==================== spi_master_param
--- src/rtl/spi_master_param.sv ---
// Register-mapped SPI master: programmable CPOL/CPHA, bit order, word length and clock divider.
// Optional internal loopback (CTRL bit3) is compiled in with `define SPI_LOOPBACK_EN.
module spi_master_param #(
    parameter int DATA_W = 32,
    parameter int ADDR_W = 3,
    parameter int N_SS   = 4,
    parameter int DIV_W  = 16
) (
    input  logic              clk,
    input  logic              rst,
    input  logic [DATA_W-1:0] data_in,
    output logic [DATA_W-1:0] data_out,
    input  logic [ADDR_W-1:0] address,
    input  logic              sel,
    input  logic              read,
    input  logic              write,
    output logic              sclk,
    output logic [N_SS-1:0]   ss,
    output logic              mosi,
    input  logic              miso
);
    localparam int CNT_W  = $clog2(DATA_W + 1);
    localparam int EDGE_W = CNT_W + 1;

    localparam logic [ADDR_W-1:0] A_CTRL = ADDR_W'(0);
    localparam logic [ADDR_W-1:0] A_DIV  = ADDR_W'(1);
    localparam logic [ADDR_W-1:0] A_TX   = ADDR_W'(2);
    localparam logic [ADDR_W-1:0] A_RX   = ADDR_W'(3);
    localparam logic [ADDR_W-1:0] A_STAT = ADDR_W'(4);
    localparam logic [ADDR_W-1:0] A_LEN  = ADDR_W'(5);
    localparam logic [ADDR_W-1:0] A_SRST = ADDR_W'(6);

    typedef enum logic [1:0] {IDLE, SETUP, XFER, HOLD} state_t;

    state_t              r_state;
    logic                r_cpol, r_cpha, r_lsb;
    logic [3:0]          r_ss_idx;
    logic [DIV_W-1:0]    r_div, r_cnt;
    logic [DATA_W-1:0]   r_len, r_rx, r_tx, r_rx_sh;
    logic                r_rx_valid, r_overrun;
    logic                r_sclk, r_mosi;
    logic [N_SS-1:0]     r_ss;
    logic [EDGE_W-1:0]   r_edges;
    logic [CNT_W-1:0]    r_len_eff;

    logic                w_wr, w_rd, w_srst, w_busy, w_loop, w_rx_in;
    logic [CNT_W-1:0]    w_len;
    logic [DATA_W-1:0]   w_tx_init, w_tx_next, w_rx_aligned, w_ctrl;
    logic                w_first, w_tx_bit, w_half_end, w_last, w_lead, w_sample;
    logic [EDGE_W-1:0]   w_edge_no;
    logic [3:0]          w_ss_idx;

`ifdef SPI_LOOPBACK_EN
    logic r_loop;
    assign w_loop  = r_loop;
    assign w_rx_in = r_loop ? r_mosi : miso;
`else
    assign w_loop  = 1'b0;
    assign w_rx_in = miso;
`endif

    assign w_wr   = sel & write;
    assign w_rd   = sel & read;
    assign w_srst = rst | (w_wr && address == A_SRST);
    assign w_busy = (r_state != IDLE);

    assign w_len     = (r_len == '0 || r_len > DATA_W'(DATA_W)) ? CNT_W'(DATA_W) : CNT_W'(r_len);
    // MSB-first words are left-aligned so the shifter always emits from the top bit
    assign w_tx_init = r_lsb ? data_in : (data_in << (DATA_W - int'(w_len)));
    assign w_first   = r_lsb ? w_tx_init[0] : w_tx_init[DATA_W-1];
    assign w_tx_bit  = r_lsb ? r_tx[0] : r_tx[DATA_W-1];
    assign w_tx_next = r_lsb ? (r_tx >> 1) : (r_tx << 1);

    assign w_half_end = (r_cnt == '0);
    assign w_last     = (r_edges == {r_len_eff, 1'b0});
    assign w_edge_no  = r_edges + EDGE_W'(1);
    assign w_lead     = w_edge_no[0];
    assign w_sample   = r_cpha ? ~w_lead : w_lead;
    assign w_ss_idx   = (int'(r_ss_idx) >= N_SS) ? 4'd0 : r_ss_idx;

    // LSB-first data enters at the top, so slide it down to bit 0
    assign w_rx_aligned = r_lsb ? (r_rx_sh >> (DATA_W - int'(r_len_eff))) : r_rx_sh;
    assign w_ctrl       = DATA_W'({r_ss_idx, w_loop, r_lsb, r_cpha, r_cpol});

    assign sclk = r_sclk;
    assign mosi = r_mosi;
    assign ss   = r_ss;

    always_comb begin
        data_out = '0;
        if (w_rd) begin
            case (address)
                A_CTRL:  data_out = w_ctrl;
                A_DIV:   data_out = DATA_W'(r_div);
                A_RX:    data_out = r_rx;
                A_STAT:  data_out = DATA_W'({r_overrun, r_rx_valid, w_busy});
                A_LEN:   data_out = r_len;
                default: data_out = '0;
            endcase
        end
    end

    always_ff @(posedge clk) begin
        if (w_srst) begin
            r_state    <= IDLE;
            r_sclk     <= 1'b0;
            r_ss       <= '1;
            r_mosi     <= 1'b0;
            r_cpol     <= 1'b0;
            r_cpha     <= 1'b0;
            r_lsb      <= 1'b0;
            r_ss_idx   <= '0;
            r_div      <= '0;
            r_len      <= '0;
            r_rx       <= '0;
            r_rx_valid <= 1'b0;
            r_overrun  <= 1'b0;
            r_cnt      <= '0;
            r_edges    <= '0;
            r_len_eff  <= '0;
            r_tx       <= '0;
            r_rx_sh    <= '0;
`ifdef SPI_LOOPBACK_EN
            r_loop     <= 1'b0;
`endif
        end else begin
            if (w_rd && address == A_RX) begin
                r_rx_valid <= 1'b0;
                r_overrun  <= 1'b0;
            end
            case (r_state)
                IDLE: begin
                    r_sclk <= r_cpol;
                    if (w_wr) begin
                        case (address)
                            A_CTRL: begin
                                r_cpol   <= data_in[0];
                                r_cpha   <= data_in[1];
                                r_lsb    <= data_in[2];
                                r_ss_idx <= data_in[7:4];
`ifdef SPI_LOOPBACK_EN
                                r_loop   <= data_in[3];
`endif
                            end
                            A_DIV: r_div <= DIV_W'(data_in);
                            A_LEN: r_len <= data_in;
                            A_TX: begin
                                r_state   <= SETUP;
                                r_ss      <= ~(N_SS'(1) << w_ss_idx);
                                r_cnt     <= r_div;
                                r_edges   <= '0;
                                r_len_eff <= w_len;
                                r_rx_sh   <= '0;
                                if (!r_cpha) begin
                                    r_mosi <= w_first;
                                    r_tx   <= r_lsb ? (w_tx_init >> 1) : (w_tx_init << 1);
                                end else begin
                                    r_tx   <= w_tx_init;
                                end
                            end
                            default: ;
                        endcase
                    end
                end
                SETUP, XFER: begin
                    if (!w_half_end) begin
                        r_cnt <= r_cnt - DIV_W'(1);
                    end else begin
                        r_cnt <= r_div;
                        if (r_state == XFER && w_last) begin
                            r_state    <= HOLD;
                            r_rx       <= w_rx_aligned;
                            r_rx_valid <= 1'b1;
                            r_overrun  <= r_overrun | r_rx_valid;
                        end else begin
                            r_state <= XFER;
                            r_sclk  <= ~r_sclk;
                            r_edges <= w_edge_no;
                            if (w_sample) begin
                                r_rx_sh <= r_lsb ? {w_rx_in, r_rx_sh[DATA_W-1:1]}
                                                 : {r_rx_sh[DATA_W-2:0], w_rx_in};
                            end else begin
                                r_mosi <= w_tx_bit;
                                r_tx   <= w_tx_next;
                            end
                        end
                    end
                end
                HOLD: begin
                    if (!w_half_end) begin
                        r_cnt <= r_cnt - DIV_W'(1);
                    end else begin
                        r_state <= IDLE;
                        r_ss    <= '1;
                    end
                end
                default: r_state <= IDLE;
            endcase
        end
    end
endmodule

--- config.mk ---
export PLATFORM = sky130hd
export DESIGN_NAME = spi_master_param
export DESIGN_NICKNAME = d
export VERILOG_FILES = /design/src/rtl/spi_master_param.sv
export SDC_FILE = /design/constraint.sdc
export NUM_CORES = 1
export LEC_CHECK = 0
export CORE_MARGIN = 2
export CORE_UTILIZATION = 45
export CTS_BUF_LIST = sky130_fd_sc_hd__clkbuf_16
export CTS_CLUSTER_SIZE = 20
export DETAILED_ROUTE_END_ITERATION = 10
export PLACE_DENSITY = 0.6
export SYNTH_ARGS = -nofsm -noshare
export SYNTH_HDL_FRONTEND = slang
export SYNTH_SLANG_ARGS = --single-unit
--- constraint.sdc ---
create_clock -name clk -period 5.7 [get_ports clk]
set_input_delay 1.14 -clock clk [delete_from_list [all_inputs] [get_ports clk]]
set_output_delay 1.14 -clock clk [all_outputs]
set_load 0.01 [all_outputs]
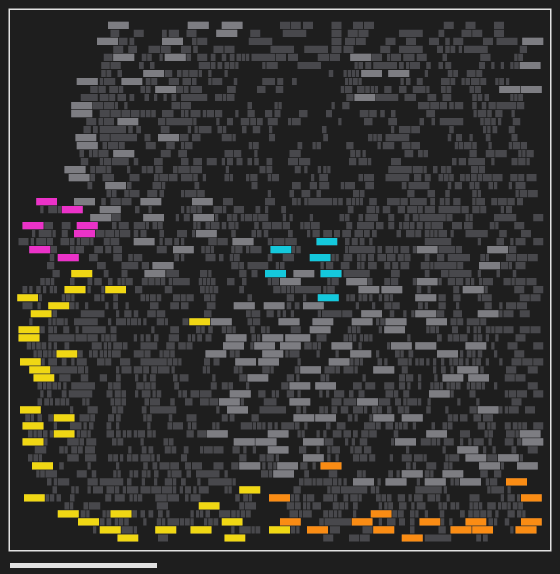
spi_master_param/ff_map.png
Scale bar: 50 µm.
Yellow stands for r_rx_sh, flops 32. Orange stands for r_cnt, flops 16. Magenta stands for r_edges, flops 7, where middle left. Cyan stands for r_len_eff, flops 6, where center.
Another 129 sequential cells are not colored.

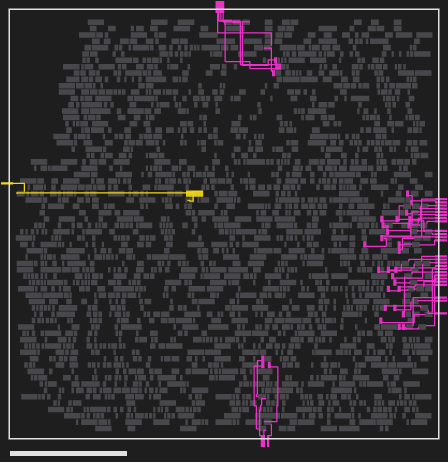
spi_master_param/port_trees.png
Scale bar: 50 µm.
Magenta stands for data_out, direction output, end cells 32, wire 874 µm. Yellow stands for mosi, direction output, end cells 1, wire 95.8 µm.

==> state kept, by name (all words and copies together) (netlist names) <==
| signal | count |
|---|---|
| r_len_eff | 6 |
| r_cnt | 16 |
| mosi | 1 |
| r_rx_valid | 1 |
| r_len | 32 |
| r_state | 2 |
| r_overrun | 1 |
| r_div | 16 |
| r_edges | 7 |
| r_cpha | 1 |
| r_rx | 32 |
| r_tx | 32 |
| r_rx_sh | 32 |
| ss | 4 |
| r_ss_idx | 4 |
| r_cpol | 1 |
| r_lsb | 1 |
| sclk | 1 |
==> area by class of cell <==
cell class	count	area (µm²)	share of cell area, %
Clock buffer	17	425.4	2.654
Clock inverter	15	151.4	0.9446
Inverter	24	90.09	0.5621
Multi-Input combinational cell	1593	9941	62.03
Sequential cell	190	3807	23.76
Tap cell	402	503.0	3.138
Timing Repair Buffer	120	1109	6.917
==> per-layer routing <==
layer	up-vias	part of all wire (%)	track usage, %
li1	7212	-	-
met1	7592	46	51.09
met2	863	41	48.89
met3	108	10	7.546
met4	0	2.9	11.01
met5	-	0	0
==> power by group <==
group,switching [µW],internal (µW)
Sequential,119,1450
Clock,656,585
Combinational,1210,561
Total,1990,2600
==> metrics.log <==
[report] implementation figures
[metrics] area of the die: 33,640 µm²
[metrics] slew of the pin with the lowest slew margin: 1322 ps
[metrics] number of DRC markers in iteration 0: 2,121
[metrics] end point of the critical path: r_tx[21]$_SDFFE_PP0P_
[metrics] endpoint of the most critical register-to-register path: r_tx[21]$_SDFFE_PP0P_
[metrics] final setup violation count: 0
[metrics] PnR Total Power: 4586 µW
[metrics] post-route core utilization: 50.66%
[metrics] critical path's slowest cell: sky130_fd_sc_hd__or4_1
[metrics] grt total ovfl: 0
[metrics] Tcrit/Tclk final: 92.74%
[metrics] Slew headroom: 11.16%
[metrics] synthesis-stage register bit count: 190
[metrics] clock buffer count from CTS: 17
[metrics] via count of the first global-routing pass: 14,100
[metrics] final critical-path setup slack: 413.8 ps
[metrics] static power due to leakage: 0.005369 µW
[metrics] H-tree level count: 4
[metrics] iteration count of the initial detailed-routing pass: 6
[metrics] Max Cap Violations: 0
[metrics] chip height: 183.4 µm
[metrics] endpoint class of the critical path: flop
[metrics] number of nets in the final layout: 1,994
[metrics] port bufs: 78
[metrics] net count of the mapped netlist: 2,033
[metrics] cell with the most instances after synthesis: sky130_fd_sc_hd__nand2_1
[metrics] total track usage: 34.40%
[metrics] leading cell types in the layout, fill and taps excluded: sky130_fd_sc_hd__nand2_1 (333), sky130_fd_sc_hd__a21oi_1 (203), sky130_fd_sc_hd__dfxtp_1 (189)
[metrics] Critical Path Stages: 14
[metrics] wire length after detailed routing: 58,570 µm
[metrics] total count of max-transition violations in the final report: 0
[metrics] Antenna Diode Count: 0
[metrics] number of nets still failing antenna checks after routing: 0
[metrics] category of the critical setup timing path: reg -> reg
[metrics] most frequent logic cell in the layout: sky130_fd_sc_hd__nand2_1
[metrics] Hold EP: r_div[5]$_SDFFE_PP0P_
[metrics] share of async-settable or async-resettable flops after synthesis: 0%
[metrics] share of post-route cells with drive strength above 1: 9.188%
[metrics] antenna violations before repair: 0
[metrics] element type at the critical path start: flop
[metrics] r2r startpoint: r_len[19]$_SDFFE_PP0P_
[metrics] peak fanout along the critical path: 16
[metrics] outcome: completed
[metrics] Clk Tree Root Cell: sky130_fd_sc_hd__clkbuf_16
[metrics] Crit path buffers/inverters: 1
[metrics] worst hold margin: 480.7 ps
[metrics] remaining design rule violation count: 0
[metrics] Core ar.: 31,640 µm²
[metrics] post-CTS setup buffer count: 0

==================== dashcam_csr_bank
dashcam_csr_bank/closeup.png
Scale bar: 10 µm. Region (26, 26) to (51, 51) µm. Cells in gray, sequential cells in the stronger gray; small squares are vias.
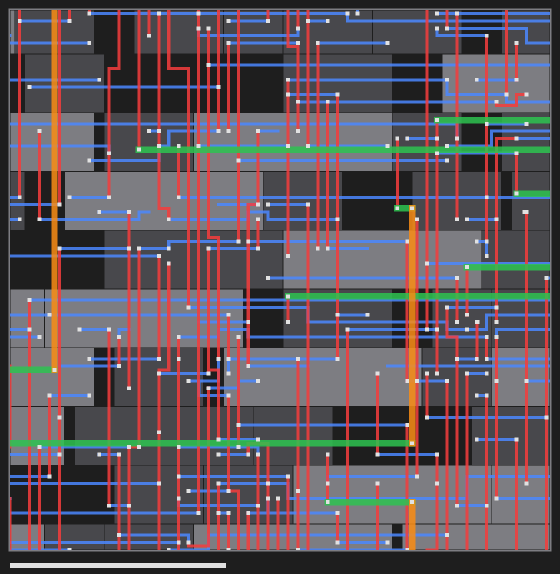
dashcam_csr_bank/m3.png
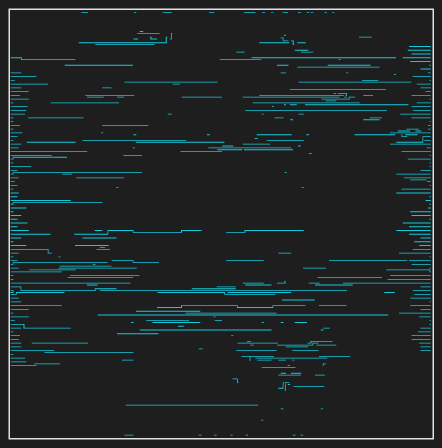
dashcam_csr_bank/congestion_map.png
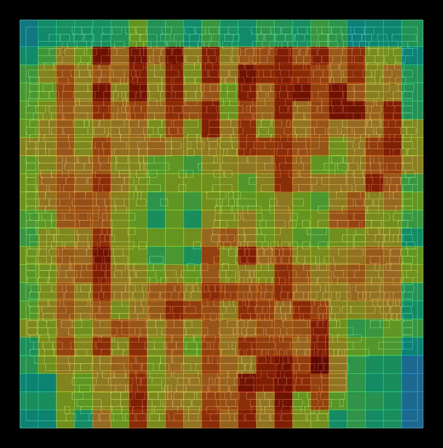
## src/rtl/dashcam_csr_pkg.sv

```systemverilog
`default_nettype none
// dashcam_csr_pkg: shared word offsets, response encoding and byte-lane mask helper
// for the dashcam CSR bank and its interrupt block.
package dashcam_csr_pkg;

  // Word offsets of the interrupt/commit words, relative to N_RW + N_RO
  localparam int IRQ_STATUS_OFS = 0;
  localparam int IRQ_ENABLE_OFS = 1;
  localparam int COMMIT_OFS     = 2;

  typedef enum logic [1:0] {
    RESP_NONE = 2'd0,
    RESP_ACK  = 2'd1,
    RESP_ERR  = 2'd2
  } csr_resp_e;

  function automatic logic [31:0] byte_mask(input logic [3:0] sel);
    logic [31:0] m;
    for (int b = 0; b < 4; b++) begin
      m[8*b +: 8] = {8{sel[b]}};
    end
    return m;
  endfunction

endpackage
`default_nettype wire

```

## src/rtl/dashcam_csr_irq.sv

```systemverilog
`default_nettype none
// dashcam_csr_irq: rising-edge capture into W1C status, byte-masked enable register,
// and a registered combined interrupt output.
module dashcam_csr_irq #(
  parameter int N_IRQ = 8
) (
  input  logic             clk,
  input  logic             rst_n,
  input  logic [N_IRQ-1:0] irq_src_i,
  input  logic             st_wr_i,
  input  logic             en_wr_i,
  input  logic [N_IRQ-1:0] wdat_i,
  input  logic [N_IRQ-1:0] wmask_i,
  output logic [N_IRQ-1:0] status_o,
  output logic [N_IRQ-1:0] enable_o,
  output logic             irq_o
);

  logic [N_IRQ-1:0] src_q;
  logic [N_IRQ-1:0] status_q, status_d;
  logic [N_IRQ-1:0] enable_q, enable_d;
  logic             irq_q;

  always_comb begin
    status_d = status_q;
    enable_d = enable_q;
    if (st_wr_i) begin
      status_d = status_q & ~(wdat_i & wmask_i);
    end
    // New edges are OR-ed after the clear so a coincident set survives
    status_d = status_d | (irq_src_i & ~src_q);
    if (en_wr_i) begin
      enable_d = (enable_q & ~wmask_i) | (wdat_i & wmask_i);
    end
  end

  always_ff @(posedge clk or negedge rst_n) begin
    if (!rst_n) begin
      src_q    <= '0;
      status_q <= '0;
      enable_q <= '0;
      irq_q    <= 1'b0;
    end else begin
      src_q    <= irq_src_i;
      status_q <= status_d;
      enable_q <= enable_d;
      irq_q    <= |(status_q & enable_q);
    end
  end

  assign status_o = status_q;
  assign enable_o = enable_q;
  assign irq_o    = irq_q;

endmodule
`default_nettype wire

```

## src/rtl/dashcam_csr_bank.sv

```systemverilog
`default_nettype none
// dashcam_csr_bank: Wishbone-classic CSR bank with RW control words, RO status and W1C irqs.
// Build macro DASHCAM_CSR_SHADOW_EN: RW writes are staged and applied on a frame commit.
module dashcam_csr_bank
  import dashcam_csr_pkg::*;
#(
  parameter int                 ADDR_W = 8,
  parameter int                 N_RW   = 4,
  parameter int                 N_RO   = 5,
  parameter int                 N_IRQ  = 8,
  parameter logic [32*N_RW-1:0] RW_RST = '0
) (
  input  logic                clk,
  input  logic                rst_n,
  input  logic [ADDR_W-1:0]   wb_adr_i,
  input  logic [31:0]         wb_dat_i,
  input  logic [3:0]          wb_sel_i,
  input  logic                wb_we_i,
  input  logic                wb_stb_i,
  input  logic                wb_cyc_i,
  output logic [31:0]         wb_dat_o,
  output logic                wb_ack_o,
  output logic                wb_err_o,
  output logic [32*N_RW-1:0]  rw_q_o,
  output logic [N_RW-1:0]     rw_we_o,
  input  logic [32*N_RO-1:0]  ro_i,
  input  logic [N_IRQ-1:0]    irq_src_i,
  input  logic                commit_i,
  output logic                irq_o
);

  localparam int KW = ADDR_W - 2;
  localparam logic [KW-1:0] IDX_STATUS = KW'(N_RW + N_RO + IRQ_STATUS_OFS);
  localparam logic [KW-1:0] IDX_ENABLE = KW'(N_RW + N_RO + IRQ_ENABLE_OFS);
`ifdef DASHCAM_CSR_SHADOW_EN
  localparam logic [KW-1:0] IDX_COMMIT = KW'(N_RW + N_RO + COMMIT_OFS);
  localparam int            N_MAP      = N_RW + N_RO + 3;
`else
  localparam int            N_MAP      = N_RW + N_RO + 2;
`endif

  logic               ack_q, err_q;
  logic [31:0]        dat_q;
  logic               req, wr;
  logic [KW-1:0]      idx;
  logic [31:0]        mask, rdata;
  csr_resp_e          resp;
  logic [N_IRQ-1:0]   irq_status, irq_enable;

  logic [32*N_RW-1:0] rw_q, rw_d, base, upd;
  logic [N_RW-1:0]    rw_we_q, rw_we_d, wr_hit;

  assign req  = wb_cyc_i & wb_stb_i & ~ack_q & ~err_q;
  assign idx  = wb_adr_i[ADDR_W-1:2];
  assign mask = byte_mask(wb_sel_i);
  assign wr   = (resp == RESP_ACK) & wb_we_i;

  always_comb begin
    resp = RESP_NONE;
    if (req) begin
      if ((wb_adr_i[1:0] != 2'b00) || (idx >= KW'(N_MAP))) resp = RESP_ERR;
      else                                                  resp = RESP_ACK;
    end
  end

  // Read mux; RW words read from base (staging copy when shadowing is built in)
  always_comb begin
    rdata = '0;
    for (int i = 0; i < N_RW; i++) begin
      if (idx == KW'(i)) rdata = base[32*i +: 32];
    end
    for (int j = 0; j < N_RO; j++) begin
      if (idx == KW'(N_RW + j)) rdata = ro_i[32*j +: 32];
    end
    if (idx == IDX_STATUS) rdata = 32'(irq_status);
    if (idx == IDX_ENABLE) rdata = 32'(irq_enable);
  end

  always_ff @(posedge clk or negedge rst_n) begin
    if (!rst_n) begin
      ack_q <= 1'b0;
      err_q <= 1'b0;
      dat_q <= '0;
    end else begin
      ack_q <= (resp == RESP_ACK);
      err_q <= (resp == RESP_ERR);
      if (resp == RESP_ACK)      dat_q <= rdata;
      else if (resp == RESP_ERR) dat_q <= '0;
    end
  end

  always_comb begin
    upd    = base;
    wr_hit = '0;
    for (int i = 0; i < N_RW; i++) begin
      if (wr && (idx == KW'(i))) begin
        upd[32*i +: 32] = (base[32*i +: 32] & ~mask) | (wb_dat_i & mask);
        wr_hit[i]       = |wb_sel_i;
      end
    end
  end

`ifdef DASHCAM_CSR_SHADOW_EN
  logic [32*N_RW-1:0] stage_q;
  logic [N_RW-1:0]    dirty_q, dirty_d;
  logic               commit;

  assign base   = stage_q;
  assign commit = commit_i | (wr && (idx == IDX_COMMIT) && wb_sel_i[0] && wb_dat_i[0]);

  // Active takes the pre-write staging; a write landing with the commit stays pending
  always_comb begin
    rw_d    = commit ? stage_q : rw_q;
    rw_we_d = commit ? dirty_q : '0;
    dirty_d = commit ? wr_hit  : (dirty_q | wr_hit);
  end

  always_ff @(posedge clk or negedge rst_n) begin
    if (!rst_n) begin
      stage_q <= RW_RST;
      dirty_q <= '0;
    end else begin
      stage_q <= upd;
      dirty_q <= dirty_d;
    end
  end
`else
  logic unused_commit;
  assign unused_commit = commit_i;
  assign base          = rw_q;

  always_comb begin
    rw_d    = upd;
    rw_we_d = wr_hit;
  end
`endif

  always_ff @(posedge clk or negedge rst_n) begin
    if (!rst_n) begin
      rw_q    <= RW_RST;
      rw_we_q <= '0;
    end else begin
      rw_q    <= rw_d;
      rw_we_q <= rw_we_d;
    end
  end

  dashcam_csr_irq #(
    .N_IRQ (N_IRQ)
  ) u_irq (
    .clk       (clk),
    .rst_n     (rst_n),
    .irq_src_i (irq_src_i),
    .st_wr_i   (wr && (idx == IDX_STATUS)),
    .en_wr_i   (wr && (idx == IDX_ENABLE)),
    .wdat_i    (wb_dat_i[N_IRQ-1:0]),
    .wmask_i   (mask[N_IRQ-1:0]),
    .status_o  (irq_status),
    .enable_o  (irq_enable),
    .irq_o     (irq_o)
  );

  assign wb_dat_o = dat_q;
  assign wb_ack_o = ack_q;
  assign wb_err_o = err_q;
  assign rw_q_o   = rw_q;
  assign rw_we_o  = rw_we_q;

endmodule
`default_nettype wire

```

## config.mk

```make
export PLATFORM = sky130hd
export DESIGN_NAME = dashcam_csr_bank
export DESIGN_NICKNAME = d
export VERILOG_FILES = /design/src/rtl/dashcam_csr_pkg.sv /design/src/rtl/dashcam_csr_irq.sv /design/src/rtl/dashcam_csr_bank.sv
export SDC_FILE = /design/constraint.sdc
export NUM_CORES = 1
export LEC_CHECK = 0
export CAP_MARGIN = 10
export CORE_AREA = 2 2 151 153
export CTS_BUF_LIST = sky130_fd_sc_hd__clkbuf_4 sky130_fd_sc_hd__clkbuf_8
export CTS_CLUSTER_SIZE = 28
export DETAILED_ROUTE_END_ITERATION = 8
export DIE_AREA = 0 0 153 155
export HOLD_SLACK_MARGIN = 0.1
export PLACE_DENSITY = 0.81
export RECOVER_POWER = 25
export SKIP_LAST_GASP = 1
export SLEW_MARGIN = 20
export SYNTH_ARGS = -nofsm -noshare
export SYNTH_HDL_FRONTEND = slang
export SYNTH_HIERARCHICAL = 1
export SYNTH_SLANG_ARGS = --single-unit
```

## constraint.sdc

```tcl
create_clock -name clk -period 2.9 [get_ports clk]
set_clock_uncertainty 0.2 [all_clocks]
set_input_delay 0.58 -clock clk [delete_from_list [all_inputs] [get_ports clk]]
set_output_delay 0.58 -clock clk [all_outputs]
set_load 0.005 [all_outputs]
```

==> metrics.log <==
[report] implementation figures
[metrics] total count of max-transition violations in the final report: 66
[metrics] critical path's slowest cell: sky130_fd_sc_hd__a2111oi_0
[metrics] number of flops mapped to enable cells by yosys: 0
[metrics] Peak supply drop: 256.1 µV
[metrics] Main logic family: multiplexers
[metrics] worst min-delay path startpoint: wb_dat_o[29]$_DFFE_PN0P_
[metrics] area share of the largest cell type after synthesis: 48.76%
[metrics] most frequent logic cell in the layout: sky130_fd_sc_hd__clkdlybuf4s50_1
[metrics] number of DRC markers in iteration 0: 672
[metrics] Max Cap Violations: 1
[metrics] port bufs: 383
[metrics] top achievable clock speed: 0.3573 GHz
[metrics] wire length after detailed routing: 37,830 µm
[metrics] leading cell types in the layout, fill and taps excluded: sky130_fd_sc_hd__clkdlybuf4s50_1 (372), sky130_fd_sc_hd__dfrtp_1 (191), sky130_fd_sc_hd__mux2_2 (106)
[metrics] launching instance or port of the critical path: wb_adr_i[6]
[metrics] horizontal die size: 153 µm
[metrics] syn_area_per_cell: 12.07 µm²
[metrics] outcome: finished, violations left
[metrics] arrival time reported for the critical path endpoint: 2920 ps
[metrics] peak fanout along the critical path: 10
[metrics] MUX share of area: 22.57%
[metrics] cell repeated most along the worst path: sky130_fd_sc_hd__buf_4
[metrics] Synth area leader: sky130_fd_sc_hd__dfrtp_1
[metrics] share of post-route cells with drive strength above 1: 21.35%
[metrics] Setup WS pre-CTS: -352.3 ps
[metrics] worst hold margin: 292.5 ps
[metrics] leading post-synthesis cells by cell area: sky130_fd_sc_hd__dfrtp_1 (49%), sky130_fd_sc_hd__mux2_2 (12%), sky130_fd_sc_hd__mux2_1 (3.7%)
[metrics] yosys stat cell total: 812
[metrics] r2r startpoint: wb_ack_o$_DFF_PN0_
[metrics] number of OpenROAD warnings: 27
[metrics] failing checks: capacitance limit, slew limit
[metrics] grt total ovfl: 0
[metrics] clock buffer depth: 2
[metrics] Core ar.: 22,230 µm²
[metrics] register share after synthesis: 48.76%
[metrics] Clk Tree Root Cell: sky130_fd_sc_hd__clkbuf_8
[metrics] Adders+Majority by Area: 0%
[metrics] shortest period the worst path allows: 2799 ps
[metrics] floorplan row count: 55
[metrics] via count of the first global-routing pass: 9,317
[metrics] largest net degree at the start of global routing: 67
[metrics] number of nets in the final layout: 1,446
[metrics] routed length on met1: 15,190 µm
[metrics] slew of the pin with the lowest slew margin: 1783 ps
[metrics] gp weighted congestion: 0.9039
[metrics] Area growth, synth to finish: 52.34%
[metrics] remaining design rule violation count: 0
[metrics] CTS tree: built
Notes on dashcam_csr_bank/closeup.png above:
Red stands for M2. Blue stands for M1. Green stands for M3. Orange stands for M4.
Most frequent: mux2_2 (7), dfrtp_1 (7), clkdlybuf4s50_1 (7). Sequential cells in the window: 7. 31 logic cells have their middle in the window.

Notes on dashcam_csr_bank/m3.png above:
The layer carries 3,290 µm of wire. The wires run mostly horizontal.

Notes on dashcam_csr_bank/congestion_map.png above:
routed wirelength normalized by instance count: 24.75 µm
total track usage: 31.50%
post-route core utilization: 67.18%
met2 routing resource usage after global routing: 50.35%
met3 Track Usage GR: 8.329%

## final timing paths
kind                       cells after the start                    endpoint  slack (ps)
max                                            8    wb_dat_o[25]$_DFFE_PN0P_         100
min                                            2    wb_dat_o[29]$_DFFE_PN0P_         290
max reg2reg                                    7                        flop         310
min reg2reg                                    2    wb_dat_o[29]$_DFFE_PN0P_         290
max in group asynchronous                      3  asynchronous set/reset pin         360
min in group asynchronous                      2  asynchronous set/reset pin         910
## layout make-up
class | count | area share, %
antenna | 2 | 0.03352
clock buffer | 19 | 1.751
clock inverter | 13 | 0.7877
inverter | 9 | 0.2262
multi-input combinational | 546 | 31.39
sequential | 191 | 32.01
tap | 285 | 2.388
timing repair buffer | 463 | 31.41
## where the power goes
group          switching, µW  internal (µW)
registers               6.10           2670
logic                    292            361
clock network           1060            675
## what timing repair did
item | 4_1_cts | 5_1_grt
resized | 0 | 0
endpoints found under the hold margin | 63 | 0
hold buffers | 1 | 0


==> screenshots <==
Gate families picked out.
(a)
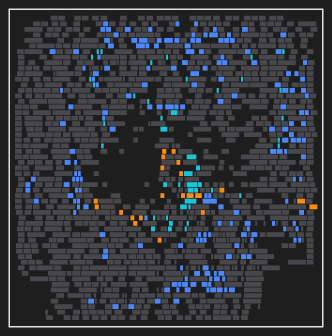
(b)
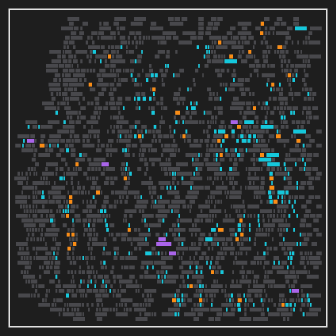
Of these, most cells: (b)
(b) is spi_master_param.
(a) is dashcam_csr_bank.

Key to (a):
Blue stands for aoi and oai cells, cells 182, where all over the die. Cyan stands for nor cells, cells 44. Orange stands for and/or cells, cells 21, where center.

Power and IR drop assume default switching activity.
